==================== lbd_addr_rcv
Fig. 1: lbd_addr_rcv, pin map
(6 px per um) Pins as bars across the die edge, other pins in gray.
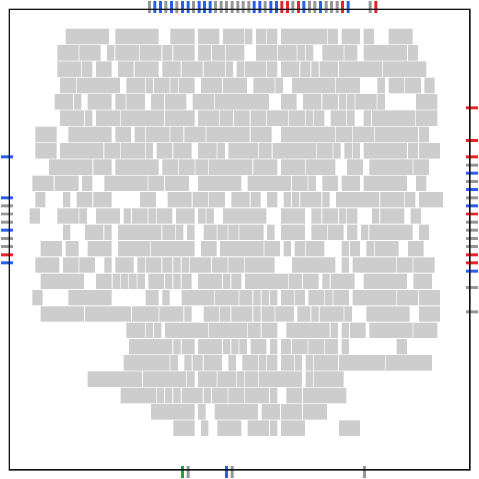
Fig. 2: lbd_addr_rcv, cell sizes after repair
(6 px per um)
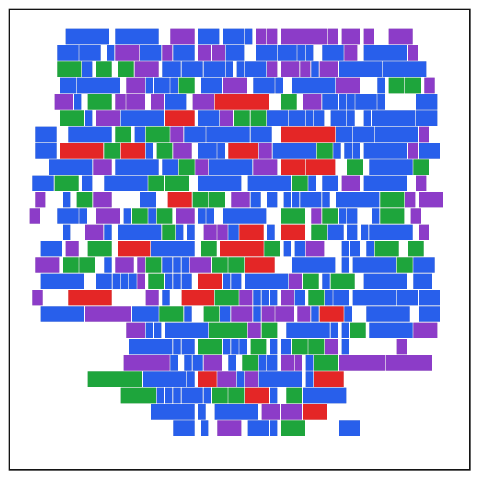
Fig. 3: lbd_addr_rcv, nets reached from selected ports
(4 px per um)
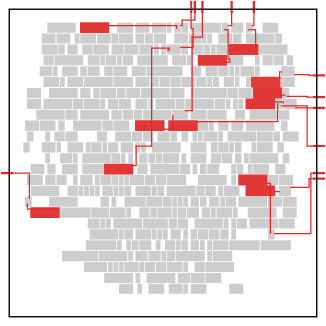
`src/rtl/lbd_addr_rcv_pkg.sv`:
```
// -----------------------------------------------------------------------------
// lbd_addr_rcv_pkg
// Shared local-bus interface (BIF) definitions used by the address receiver:
//   - FSM state encoding (IDLE, DECODE, ROW, COL, ACK, PRECH)
//   - field extractors for the 24-bit local-bus address:
//       PPN [23:10], CA [9:0], bank [23:20], row [23:12], col [11:0]
// -----------------------------------------------------------------------------
package lbd_addr_rcv_pkg;

    // FSM state encoding, kept as plain constants for legacy tools
    typedef logic [2:0] lbdState_t;

    localparam lbdState_t ST_IDLE   = 3'd0;
    localparam lbdState_t ST_DECODE = 3'd1;
    localparam lbdState_t ST_ROW    = 3'd2;
    localparam lbdState_t ST_COL    = 3'd3;
    localparam lbdState_t ST_ACK    = 3'd4;
    localparam lbdState_t ST_PRECH  = 3'd5;

    // Physical page number
    function automatic logic [13:0] ppnOf(input logic [23:0] addr);
        return addr[23:10];
    endfunction

    // Column address within the page
    function automatic logic [9:0] caOf(input logic [23:0] addr);
        return addr[9:0];
    endfunction

    // Bank field compared against BASE
    function automatic logic [3:0] bankOf(input logic [23:0] addr);
        return addr[23:20];
    endfunction

    // Memory row address driven while RAS_n alone is low
    function automatic logic [11:0] rowOf(input logic [23:0] addr);
        return addr[23:12];
    endfunction

    // Memory column address driven while CAS_n is low
    function automatic logic [11:0] colOf(input logic [23:0] addr);
        return addr[11:0];
    endfunction

endpackage

```
`src/rtl/lbd_addr_rcv_edge.sv`:
```
// -----------------------------------------------------------------------------
// lbd_edge_det
// Registers a request line and produces a one-cycle rising-edge pulse.
// After reset the first sampled value only primes the register, so a line
// that is already high when reset releases is not reported as an edge.
// Ports:
//   sysclk     in  clock (rising edge)
//   sys_rst_n  in  synchronous active-low reset
//   din        in  request line (already synchronous to sysclk)
//   rise       out high on a cycle where din is 1 and its registered value is 0
// -----------------------------------------------------------------------------
module lbd_edge_det (
    input  logic sysclk,
    input  logic sys_rst_n,
    input  logic din,
    output logic rise
);

    logic din_r;
    logic primed_r;

    // Previous-cycle sample of din, plus a flag marking it as a real sample
    always_ff @(posedge sysclk) begin
        if (!sys_rst_n) begin
            din_r    <= 1'b0;
            primed_r <= 1'b0;
        end else begin
            din_r    <= din;
            primed_r <= 1'b1;
        end
    end

    assign rise = primed_r & din & ~din_r;

endmodule

```
`src/rtl/lbd_addr_rcv.sv`:
```
// -----------------------------------------------------------------------------
// lbd_addr_rcv
// Local-bus address receiver: captures an address on a rising ECREQ with
// EADR_n low, checks its bank against BASE, and on a hit runs a RAS/CAS
// memory sequence followed by a bus acknowledge and a precharge gap.
// Parameters (legal 1..7): RAS_CYC, CAS_CYC, PRE_CYC.
// Ports:
//   sysclk, sys_rst_n          clock, synchronous active-low reset
//   LBD_23_0, ECREQ, EADR_n    bus address / request / address-valid (low)
//   BASE_3_0                   bank select compared with LBD[23:20]
//   ADR_Q, HIT                 captured address and bank-match flag
//   MA_11_0                    multiplexed row/column address
//   RAS_n, CAS_n, ACK_n        active-low strobes and acknowledge
//   BUSY                       high while the FSM is not idle
// All outputs are registered; strobes follow the state by one cycle, which
// gives a 2-cycle accept-to-RAS latency.
// -----------------------------------------------------------------------------
module lbd_addr_rcv
    import lbd_addr_rcv_pkg::*;
#(
    parameter int RAS_CYC = 2,
    parameter int CAS_CYC = 2,
    parameter int PRE_CYC = 1
) (
    input  logic        sysclk,
    input  logic        sys_rst_n,
    input  logic [23:0] LBD_23_0,
    input  logic        ECREQ,
    input  logic        EADR_n,
    input  logic [3:0]  BASE_3_0,
    output logic [23:0] ADR_Q,
    output logic        HIT,
    output logic [11:0] MA_11_0,
    output logic        RAS_n,
    output logic        CAS_n,
    output logic        ACK_n,
    output logic        BUSY
);

    localparam logic [2:0] RAS_LD = 3'(RAS_CYC - 1);
    localparam logic [2:0] CAS_LD = 3'(CAS_CYC - 1);
    localparam logic [2:0] PRE_LD = 3'(PRE_CYC - 1);

    lbdState_t   state_r;
    lbdState_t   nextState_s;
    logic [2:0]  cnt_r;
    logic [2:0]  cntNext_s;
    logic        ecreqRise_s;
    logic        accept_s;
    logic        hitClr_s;
    logic        rasNext_s;
    logic        casNext_s;
    logic        ackNext_s;
    logic [11:0] maNext_s;

    lbd_edge_det u_edge (
        .sysclk    (sysclk),
        .sys_rst_n (sys_rst_n),
        .din       (ECREQ),
        .rise      (ecreqRise_s)
    );

    // Edges seen while busy are simply dropped: acceptance needs IDLE
    assign accept_s = (state_r == ST_IDLE) & ecreqRise_s & ~EADR_n;
    assign hitClr_s = (state_r == ST_PRECH) & (cnt_r == 3'd0);

    // Next state and shared phase counter (reloaded on entry to ROW/COL/PRECH)
    always_comb begin
        nextState_s = state_r;
        cntNext_s   = cnt_r;
        case (state_r)
            ST_IDLE: begin
                if (accept_s) begin
                    nextState_s = ST_DECODE;
                end else begin
                    nextState_s = ST_IDLE;
                end
            end
            ST_DECODE: begin
                if (HIT) begin
                    nextState_s = ST_ROW;
                    cntNext_s   = RAS_LD;
                end else begin
                    nextState_s = ST_IDLE;
                end
            end
            ST_ROW: begin
                if (cnt_r == 3'd0) begin
                    nextState_s = ST_COL;
                    cntNext_s   = CAS_LD;
                end else begin
                    cntNext_s   = cnt_r - 3'd1;
                end
            end
            ST_COL: begin
                if (cnt_r == 3'd0) begin
                    nextState_s = ST_ACK;
                end else begin
                    cntNext_s   = cnt_r - 3'd1;
                end
            end
            ST_ACK: begin
                if (!ECREQ) begin
                    nextState_s = ST_PRECH;
                    cntNext_s   = PRE_LD;
                end else begin
                    nextState_s = ST_ACK;
                end
            end
            ST_PRECH: begin
                if (cnt_r == 3'd0) begin
                    nextState_s = ST_IDLE;
                end else begin
                    cntNext_s   = cnt_r - 3'd1;
                end
            end
            default: begin
                nextState_s = ST_IDLE;
                cntNext_s   = 3'd0;
            end
        endcase
    end

    // Strobe and address values to present during the current state's next cycle
    always_comb begin
        rasNext_s = 1'b1;
        casNext_s = 1'b1;
        ackNext_s = 1'b1;
        maNext_s  = 12'h000;
        case (state_r)
            ST_ROW: begin
                rasNext_s = 1'b0;
                maNext_s  = rowOf(ADR_Q);
            end
            ST_COL: begin
                rasNext_s = 1'b0;
                casNext_s = 1'b0;
                maNext_s  = colOf(ADR_Q);
            end
            ST_ACK: begin
                ackNext_s = 1'b0;
            end
            default: begin
                maNext_s  = 12'h000;
            end
        endcase
    end

    // State, counter, address capture and registered outputs
    always_ff @(posedge sysclk) begin
        if (!sys_rst_n) begin
            state_r <= ST_IDLE;
            cnt_r   <= 3'd0;
            ADR_Q   <= 24'h000000;
            HIT     <= 1'b0;
            MA_11_0 <= 12'h000;
            RAS_n   <= 1'b1;
            CAS_n   <= 1'b1;
            ACK_n   <= 1'b1;
            BUSY    <= 1'b0;
        end else begin
            state_r <= nextState_s;
            cnt_r   <= cntNext_s;
            MA_11_0 <= maNext_s;
            RAS_n   <= rasNext_s;
            CAS_n   <= casNext_s;
            ACK_n   <= ackNext_s;
            BUSY    <= (nextState_s != ST_IDLE);
            if (accept_s) begin
                ADR_Q <= LBD_23_0;
                HIT   <= (bankOf(LBD_23_0) == BASE_3_0);
            end else if (hitClr_s) begin
                HIT   <= 1'b0;
            end else begin
                HIT   <= HIT;
            end
        end
    end

endmodule

```
`config.mk`:
```
export PLATFORM = sky130hd
export DESIGN_NAME = lbd_addr_rcv
export DESIGN_NICKNAME = d
export VERILOG_FILES = /design/src/rtl/lbd_addr_rcv_pkg.sv /design/src/rtl/lbd_addr_rcv_edge.sv /design/src/rtl/lbd_addr_rcv.sv
export SDC_FILE = /design/constraint.sdc
export NUM_CORES = 1
export LEC_CHECK = 0
export ABC_AREA = 1
export CAP_MARGIN = 20
export CORE_MARGIN = 3
export CORE_UTILIZATION = 40
export CTS_CLUSTER_DIAMETER = 100
export DETAILED_ROUTE_END_ITERATION = 16
export PLACE_DENSITY = 0.85
export SYNTH_ARGS = -nofsm -noshare
export SYNTH_HDL_FRONTEND = slang
export SYNTH_SLANG_ARGS = --single-unit
```
`constraint.sdc`:
```
create_clock -name sysclk -period 1.2 [get_ports sysclk]
set_input_delay 0.24 -clock sysclk [delete_from_list [all_inputs] [get_ports sysclk]]
set_output_delay 0.24 -clock sysclk [all_outputs]
set_load 0.02 [all_outputs]
```
==> flow_summary.ini <==
; physical design summary
[run_status]
status = complete, but fails checks
failed_checks = setup timing

[routing]
drc = 0
detail_route.wirelength_um = 8444
drt-pass1-iter-count = 5
route.top_layer_used = met4

[yosys]
synth-warning-count = 0
synth_seq_share_pct = 49.34
ys_types = 23
synth_async_sr_flop_share_pct = 0
post_synth_tally_of_flip_flops_with_integrated_enable = 0
avgSynthCellArea_um2 = 7.766

[setup_path]
timing.critical_path.max_delay_family = simple AND/OR/NAND/NOR gates
path_max_fanout = 5

[layout]
inverters = 17
post-route-util_pct = 75.05
flops = 49
clock_cell_area_share_pct = 2.525
seq-cell-share_pct = 27.66

[clock_network]
cts.sinks = 49

[timing]
setup_slack_ns = -0.2256
finalSetupViolations = 46
## Picture notes: Fig. 1
[green] `EADR_n` | pins: 1 | direction: input | edge: south
[red] `MA_11_0` | pins: 12 | direction: output | edge: 6 east, 5 north, 1 west
[blue] `LBD_23_0` | pins: 24 | direction: input | edge: 15 north, 4 west, 4 east, 1 south
buffers added on ports: 72
width of the die: 76.50 um
Die Y: 76.50 um

## Picture notes: Fig. 2
[green] _3 and _4 cells | cells: 67 | share: 17%
[red] _6 and larger | cells: 22 | share: 5.7%
[blue] _0 and _1 cells | cells: 210 | share: 54%
[purple] _2 cells | cells: 88 | share: 23%

## Picture notes: Fig. 3
[red] `MA_11_0` | bits: 12 | direction: output | edge: 6 east, 5 north, 1 west | end cells: 12 | buffers: 12 | wire: 272 um
number of top-level pins: 73

worst min path at each step:
stage	from	end	slack, ns	depth (start not counted)
3_5_place_dp	cnt_r[1]	cnt_r[1]	0.47	2
3_3_place_gp	cnt_r[0]	cnt_r[0]	0.45	2
6_report	cnt_r[1]	cnt_r[1]	0.50	2
2_1_floorplan	sys_rst_n	u_edge.primed_r	0.27	0
4_1_cts	cnt_r[1]	cnt_r[1]	0.49	2
5_1_grt	cnt_r[1]	cnt_r[1]	0.51	2
stage by stage:
| stage | setup slack, ns | instance area, um^2 |
|---|---|---|
| 2_1_floorplan | -0.04883 | 1996 |
| 3_3_place_gp | -0.3380 | 3159 |
| 3_5_place_dp | -0.3792 | 3159 |
| 4_1_cts | -0.06611 | 3333 |
| 5_1_grt | -0.2838 | 3568 |
| 6_report | -0.2256 | 3568 |
kinds of logic after synthesis:
family,count (synthesis)
simple gates,130
flops,49
compound gates,43
buf+inv,28
xor+xnor,4
fa+ha+maj,2
report_power, final:
group | internal, W | switching (W) | total, W
sequential | 0.00167 | 0.0000310 | 0.00170
clock | 0.000415 | 0.000617 | 0.00103
combinational | 0.000297 | 0.000294 | 0.000591

==================== imem_loader
==> src/rtl/imem_loader.sv <==
// Program loader: receives a little-endian word count and data words over a byte
// valid/ready stream and writes them into instruction memory while holding the core in reset.
module imem_loader #(
   parameter int DATA      = 32,
   parameter int ADDR      = 32,
   parameter int MEM_DEPTH = 256
) (
   input  logic            clk,
   input  logic            rst,
   input  logic            start,
   input  logic            in_valid,
   input  logic [7:0]      in_data,
   output logic            in_ready,
   output logic            WE,
   output logic [DATA-1:0] WD,
   output logic [ADDR-1:0] PC,
   output logic            busy,
   output logic            cpu_hold,
   output logic            done,
   output logic            err
);

   localparam int CW = $clog2(MEM_DEPTH + 1);

   typedef enum logic [2:0] {
      S_IDLE, S_HDR, S_CHECK, S_DATA, S_WRITE, S_DONE, S_ERR
   } state_t;

   state_t          state, state_nx;
   logic [1:0]      byte_idx;
   logic [31:0]     n_q;
   logic [CW-1:0]   word_cnt;
   logic [CW-1:0]   word_cnt_inc;
   logic [23:0]     shadow;
   logic            xfer;
   logic            last_word;
   logic            oversize;

   assign xfer         = in_valid && in_ready;
   assign word_cnt_inc = word_cnt + CW'(1);
   assign last_word    = ({{(32-CW){1'b0}}, word_cnt_inc} == n_q);
   assign oversize     = (n_q > 32'(MEM_DEPTH));

   // NOTE: sequential state uses non-blocking assignments and an asynchronous reset
   // so every registered output drops the moment rst rises, without waiting for clk.
   always_ff @(posedge clk or posedge rst) begin
      if (rst) state <= S_IDLE;
      else     state <= state_nx;
   end

   // NOTE: state_nx gets a default before the case so no path leaves it unassigned,
   // which would otherwise infer a latch.
   always_comb begin
      state_nx = state;
      case (state)
         S_IDLE, S_DONE, S_ERR: if (start) state_nx = S_HDR;
         S_HDR:   if (xfer && byte_idx == 2'd3) state_nx = S_CHECK;
         S_CHECK: begin
            if (n_q == 32'd0)  state_nx = S_DONE;
            else if (oversize) state_nx = S_ERR;
            else               state_nx = S_DATA;
         end
         S_DATA:  if (xfer && byte_idx == 2'd3) state_nx = S_WRITE;
         S_WRITE: state_nx = last_word ? S_DONE : S_DATA;
         default: state_nx = S_IDLE;
      endcase
   end

   always_comb begin
      in_ready = (state == S_HDR) || (state == S_DATA);
      WE       = (state == S_WRITE);
      busy     = (state == S_HDR) || (state == S_CHECK) ||
                 (state == S_DATA) || (state == S_WRITE);
      cpu_hold = busy;
      done     = (state == S_DONE);
      err      = (state == S_ERR);
   end

   // WD is loaded only when the 4th byte lands, so it stays stable outside WRITE.
   always_ff @(posedge clk or posedge rst) begin
      if (rst) begin
         byte_idx <= '0;
         n_q      <= '0;
         word_cnt <= '0;
         shadow   <= '0;
         WD       <= '0;
         PC       <= '0;
      end else begin
         case (state)
            S_IDLE, S_DONE, S_ERR: begin
               if (start) begin
                  byte_idx <= '0;
                  n_q      <= '0;
                  PC       <= '0;
               end
            end
            S_HDR: begin
               if (xfer) begin
                  n_q[{byte_idx, 3'b000} +: 8] <= in_data;
                  byte_idx <= byte_idx + 2'd1;
               end
            end
            S_CHECK: word_cnt <= '0;
            S_DATA: begin
               if (xfer) begin
                  case (byte_idx)
                     2'd0:    shadow[7:0]   <= in_data;
                     2'd1:    shadow[15:8]  <= in_data;
                     2'd2:    shadow[23:16] <= in_data;
                     default: WD            <= {in_data, shadow};
                  endcase
                  byte_idx <= byte_idx + 2'd1;
               end
            end
            S_WRITE: begin
               word_cnt <= word_cnt_inc;
               PC       <= PC + ADDR'(4);
            end
            default: ;
         endcase
      end
   end

endmodule
==> config.mk <==
export PLATFORM = sky130hd
export DESIGN_NAME = imem_loader
export DESIGN_NICKNAME = d
export VERILOG_FILES = /design/src/rtl/imem_loader.sv
export SDC_FILE = /design/constraint.sdc
export NUM_CORES = 1
export LEC_CHECK = 0
export CAP_MARGIN = 25
export CORE_MARGIN = 2
export CORE_UTILIZATION = 45
export CTS_CLUSTER_DIAMETER = 30
export DETAILED_ROUTE_END_ITERATION = 6
export PLACE_DENSITY = 0.68
export SLEW_MARGIN = 20
export SYNTH_ARGS = -nofsm -noshare
export SYNTH_HDL_FRONTEND = slang
export SYNTH_SLANG_ARGS = --single-unit
==> constraint.sdc <==
create_clock -name clk -period 8.3 [get_ports clk]
set_clock_uncertainty 0.05 [all_clocks]
set_input_delay 0.83 -clock clk [delete_from_list [all_inputs] [get_ports clk]]
set_output_delay 0.83 -clock clk [all_outputs]
set_load 0.02 [all_outputs]
Fig. 4: imem_loader, signal wires by layer
(4 px per um) Two of the layers only.
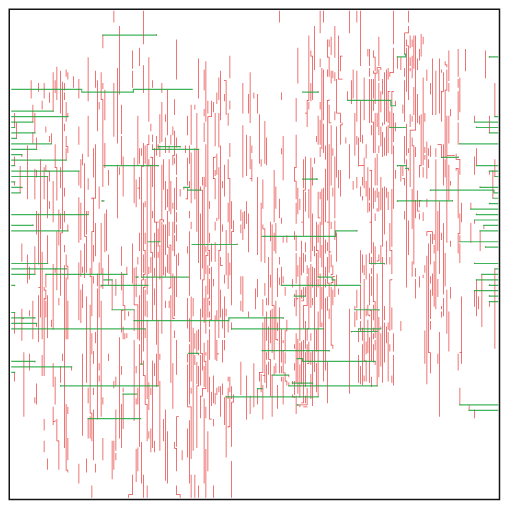
[green] metal 3 | wire length: 857 um
[red] metal 2 | wire length: 7080 um

Fig. 5: imem_loader, pin map
(4 px per um) Pins as bars across the die edge, other pins in gray.
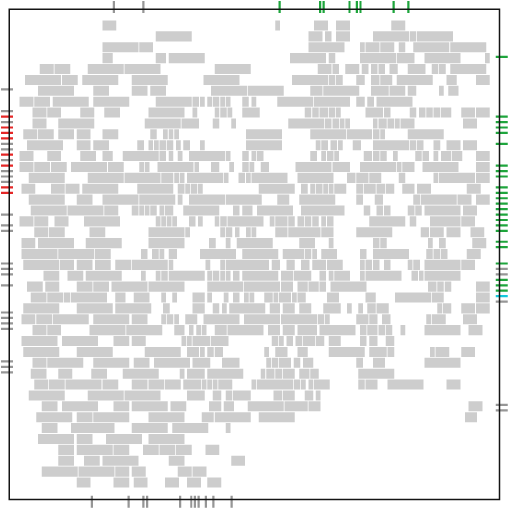
[cyan] `cpu_hold` | pins: 1 | direction: output | edge: east
[green] `PC` | pins: 32 | direction: output | edge: 24 east, 8 north
[red] `in_data` | pins: 8 | direction: input | edge: west
all pins by edge: 31 west, 30 east, 11 south, 10 north
Die Y: 122.2 um
width of the die: 122.2 um
buffers added on ports: 79

==> flow_summary.ini <==
; physical design summary
[timing]
slew-limit-headroom_pct = 38.52
final-hold-violation-count = 0

[layout]
layout.buffer.nonclock.area_share_pct = 10.39
cell_type_taking_the_most_area = registers
final_common_cell = sky130_fd_sc_hd__dfrtp_1
area_delta_synth_final_pct = 23.36
finalInstanceArea_um2 = 7756

[placement]
postPlaceCellArea_um2 = 7146

[clock_network]
cts_inserted_buffers = 17
cts.sinks = 132
clk_pin_slew_worst_paths_ns = 0.06

[setup_path]
path_max_fanout = 24
worst-path-stages = 4
cp_num_buf_inv = 2

[worst_hold_path]
worstHoldStart = PC[31]
hp-class = reg2reg

[grt]
grt.met3_usage_pct = 5.665
met1_usage_pct = 25.20

[yosys]
synth-simple-area-share_pct = 17.31
mux_share_of_area_pct = 11.32
synth.cellmix.xorXnorShare_pct = 2.308

[run_status]
status = completed

[power_and_ir_drop]
power_density_relative_to_cell_area_nw_per_um2 = 310.1

[routing]
route.top_layer_used = met4

[die]
std_cell_rows = 43
-- power breakdown --
part           switching [W]  internal [W]  leakage [nW]
clock               0.000295      0.000474         0.286
combinational       0.000420      0.000323          1.34
sequential          0.000116      0.000777          1.80
-- registers in the layout, summed over array words and instances (netlist names) --
register  count
WD           32
state         3
n_q          32
PC           30
shadow       24
byte_idx      2
word_cnt      9
-- synth_stat cells, drive strengths merged (2+ instances only) --
library cell	instances	area share [%]
nor2	17	1.1
o41ai	2	0.40
xor2	8	1.1
or3	2	0.28
mux2	57	10
mux2i	7	1.1
a21oi	17	1.7
nor4	10	1.4
buf	20	2.4
o211ai	4	0.56
a22o	3	0.42
nand2b	7	0.82
nor3	5	0.40
a22oi	2	0.24
nand4	12	1.4
xnor2	6	0.84
and2	3	0.32
and3	7	0.88
inv	7	0.42
nor3b	4	0.80
a211oi	2	0.32
o22ai	2	0.20
and4	6	0.90
o31ai	5	0.68
clkbuf	7	0.42
a21o	3	0.38
o21ai	73	5.8
dfrtp	132	53
ha	7	1.4
nand3	30	2.6
nand2	100	6.0
a31oi	5	0.50

==================== trim_rx
Fig. 6: trim_rx, placed standard cells
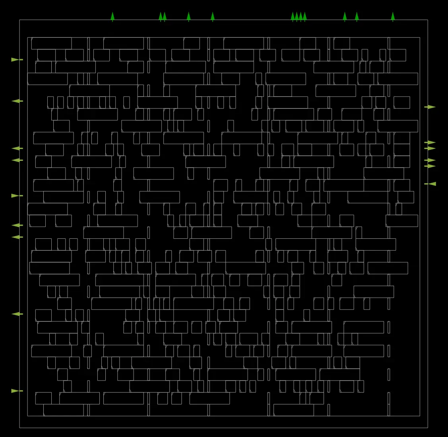
==> config.mk <==
export PLATFORM = sky130hd
export DESIGN_NAME = trim_rx
export DESIGN_NICKNAME = d
export VERILOG_FILES = /design/src/rtl/trim_rx.sv
export SDC_FILE = /design/constraint.sdc
export NUM_CORES = 1
export LEC_CHECK = 0
export CAP_MARGIN = 20
export CELL_PAD_IN_SITES_DETAIL_PLACEMENT = 1
export CELL_PAD_IN_SITES_GLOBAL_PLACEMENT = 2
export CORE_MARGIN = 1.5
export CORE_UTILIZATION = 39
export CTS_BUF_LIST = sky130_fd_sc_hd__clkbuf_2
export DETAILED_ROUTE_END_ITERATION = 12
export PLACE_DENSITY_LB_ADDON = 0.12
export SYNTH_ARGS = -nofsm -noshare
export SYNTH_HDL_FRONTEND = slang
export SYNTH_SLANG_ARGS = --single-unit
==> constraint.sdc <==
create_clock -name CLK50 -period 2.6 [get_ports CLK50]
set_input_delay 0.26 -clock CLK50 [delete_from_list [all_inputs] [get_ports CLK50]]
set_output_delay 0.26 -clock CLK50 [all_outputs]
set_load 0.02 [all_outputs]
==> src/rtl/trim_rx.sv <==
// Trim serial link receiver: sync ENCLK/DIN, shift LSB first, close frame on idle gap.
// Optional odd parity bit appended to each frame when TRIM_RX_PARITY_EN is defined.
module trim_rx #(
    parameter int WIDTH      = 12,
    parameter int GAP_CYCLES = 37500000,
    parameter int GAP_W      = 26
) (
    input  logic             CLK50,
    input  logic             RST,
    input  logic             ENCLK,
    input  logic             DIN,
    output logic [WIDTH-1:0] TRIM_CODE,
    output logic             VALID,
    output logic             ERR,
    output logic             BUSY,
    output logic [7:0]       FRAME_CNT
);

`ifdef TRIM_RX_PARITY_EN
    localparam int N = WIDTH + 1;
`else
    localparam int N = WIDTH;
`endif
    localparam int CW = $clog2(N + 2);
    localparam logic [CW-1:0] N_C = CW'(N);
    localparam logic [CW-1:0] N_SAT = CW'(N + 1);
    localparam logic [GAP_W-1:0] GAP_LAST = GAP_W'(GAP_CYCLES - 1);

    typedef enum logic {IDLE, RECV} state_t;

    state_t           state, state_n;
    logic             enclk_s1, enclk_s2, enclk_prev;
    logic             din_s1, din_s2;
    logic             rise, eval, chk_ok, good, bad;
    logic [N-1:0]     shift_q;
    logic [CW-1:0]    bit_cnt;
    logic [GAP_W-1:0] gap_q;

    always_ff @(posedge CLK50 or posedge RST) begin
        if (RST) begin
            enclk_s1   <= 1'b0;
            enclk_s2   <= 1'b0;
            enclk_prev <= 1'b0;
            din_s1     <= 1'b0;
            din_s2     <= 1'b0;
        end else begin
            enclk_s1   <= ENCLK;
            enclk_s2   <= enclk_s1;
            enclk_prev <= enclk_s2;
            din_s1     <= DIN;
            din_s2     <= din_s1;
        end
    end

    assign rise = enclk_s2 & ~enclk_prev;

`ifdef TRIM_RX_PARITY_EN
    assign chk_ok = ^shift_q;
`else
    assign chk_ok = 1'b1;
`endif

    always_ff @(posedge CLK50 or posedge RST) begin
        if (RST) state <= IDLE;
        else     state <= state_n;
    end

    // a rise on the expiry cycle keeps the frame open
    always_comb begin
        state_n = state;
        eval    = 1'b0;
        unique case (state)
            IDLE: if (rise) state_n = RECV;
            RECV: begin
                if (!rise && gap_q == GAP_LAST) begin
                    eval    = 1'b1;
                    state_n = IDLE;
                end
            end
            default: state_n = IDLE;
        endcase
    end

    assign good = eval && (bit_cnt == N_C) && chk_ok;
    assign bad  = eval && !good;
    assign BUSY = (state == RECV);

    always_ff @(posedge CLK50 or posedge RST) begin
        if (RST) begin
            shift_q <= '0;
            bit_cnt <= '0;
            gap_q   <= '0;
        end else if (rise) begin
            shift_q <= {din_s2, shift_q[N-1:1]};
            bit_cnt <= (bit_cnt == N_SAT) ? N_SAT : bit_cnt + 1'b1;
            gap_q   <= '0;
        end else if (eval) begin
            bit_cnt <= '0;
            gap_q   <= '0;
        end else if (state == RECV) begin
            gap_q   <= gap_q + 1'b1;
        end
    end

    always_ff @(posedge CLK50 or posedge RST) begin
        if (RST) begin
            TRIM_CODE <= '0;
            VALID     <= 1'b0;
            ERR       <= 1'b0;
            FRAME_CNT <= '0;
        end else begin
            VALID <= good;
            ERR   <= bad;
            if (good) begin
                TRIM_CODE <= shift_q[WIDTH-1:0];
                FRAME_CNT <= FRAME_CNT + 8'd1;
            end
        end
    end

endmodule
==> flow_summary.ini <==
; physical design summary
[run_status]
status = completed

[power_and_ir_drop]
power_density_relative_to_cell_area_nw_per_um2 = 558.7

[routing]
count_of_antenna_violating_nets_left_after_detailed_routing = 0

[layout]
finalNonFillerCells = 446
layout.cells.most_common_list = sky130_fd_sc_hd__dfrtp_1 (70), sky130_fd_sc_hd__nand2_1 (54), sky130_fd_sc_hd__nor2_1 (36), sky130_fd_sc_hd__clkdlybuf4s50_1 (26), sky130_fd_sc_hd__xnor2_1 (18)
cell_type_taking_the_most_area = registers

[yosys]
syn_area_um2 = 3217
top_area_share_pct = 54.45
synth.top_cells.by_area = sky130_fd_sc_hd__dfrtp_1 (54%), sky130_fd_sc_hd__nand2_1 (6.3%), sky130_fd_sc_hd__xnor2_1 (4.9%), sky130_fd_sc_hd__mux2_2 (4.6%), sky130_fd_sc_hd__nor2_1 (4.2%)
synth-warning-count = 0

[clock_network]
max-clock-path-buffers = 2
post_cts.repair.setup_buffers = 0
cts.sinks = 70

[setup_path]
timing.critical_path.from_type = flop
worstPathCellList = inv_1, a2111o_1, nor4_4, xnor2_1, nor2_2
cp_num_buf_inv = 1

[placement]
place_worst_setup_slack_ns = 0.6199

[timing]
timing_limited_maximum_frequency_ghz = 0.4967
final.period_utilization_pct = 77.43
## Picture notes: Fig. 6
core area: 7848 um^2
filler instances: 903
utilization of the core after routing: 46.88%

[sequential cells by signal, summed over array words and instances (netlist names)]
signal / flops
gap_q: 26
TRIM_CODE: 12
BUSY: 1
bit_cnt: 4
din_s1: 1
FRAME_CNT: 8
ERR: 1
din_s2: 1
VALID: 1
enclk_s1: 1
enclk_s2: 1
shift_q: 12
enclk_prev: 1
[path summary, 6_finish.rpt]
path,start,to,slack [ns],depth (start not counted)
min in group CLK50,ENCLK,enclk_s1,0.16,1
max in group asynchronous,RST,gap_q[8],2.16,3
worst max register to register,BUSY,gap_q[25],0.59,5
worst max-delay path,BUSY,gap_q[25],0.59,5
worst min-delay path,RST,FRAME_CNT[6],0.14,3
worst min register to register,din_s1,din_s2,0.38,0
[routing by layer]
metal  up-vias  routed length, um  track usage [%]
li1       1122                  -                -
met2        27               3459            29.29
met5         -                  0                0
met3        10                188            2.994
met4         0                107            7.090
met1      1181               3547            26.32
[report_power, final]
part / internal (W) / total, W / switching (W)
sequential: 0.00118 / 0.00126 / 0.0000861
combinational: 0.0000743 / 0.000178 / 0.000104
clock: 0.000213 / 0.000614 / 0.000402
total: 0.00146 / 0.00206 / 0.000592

Power is estimated from default activity; no workload was simulated.
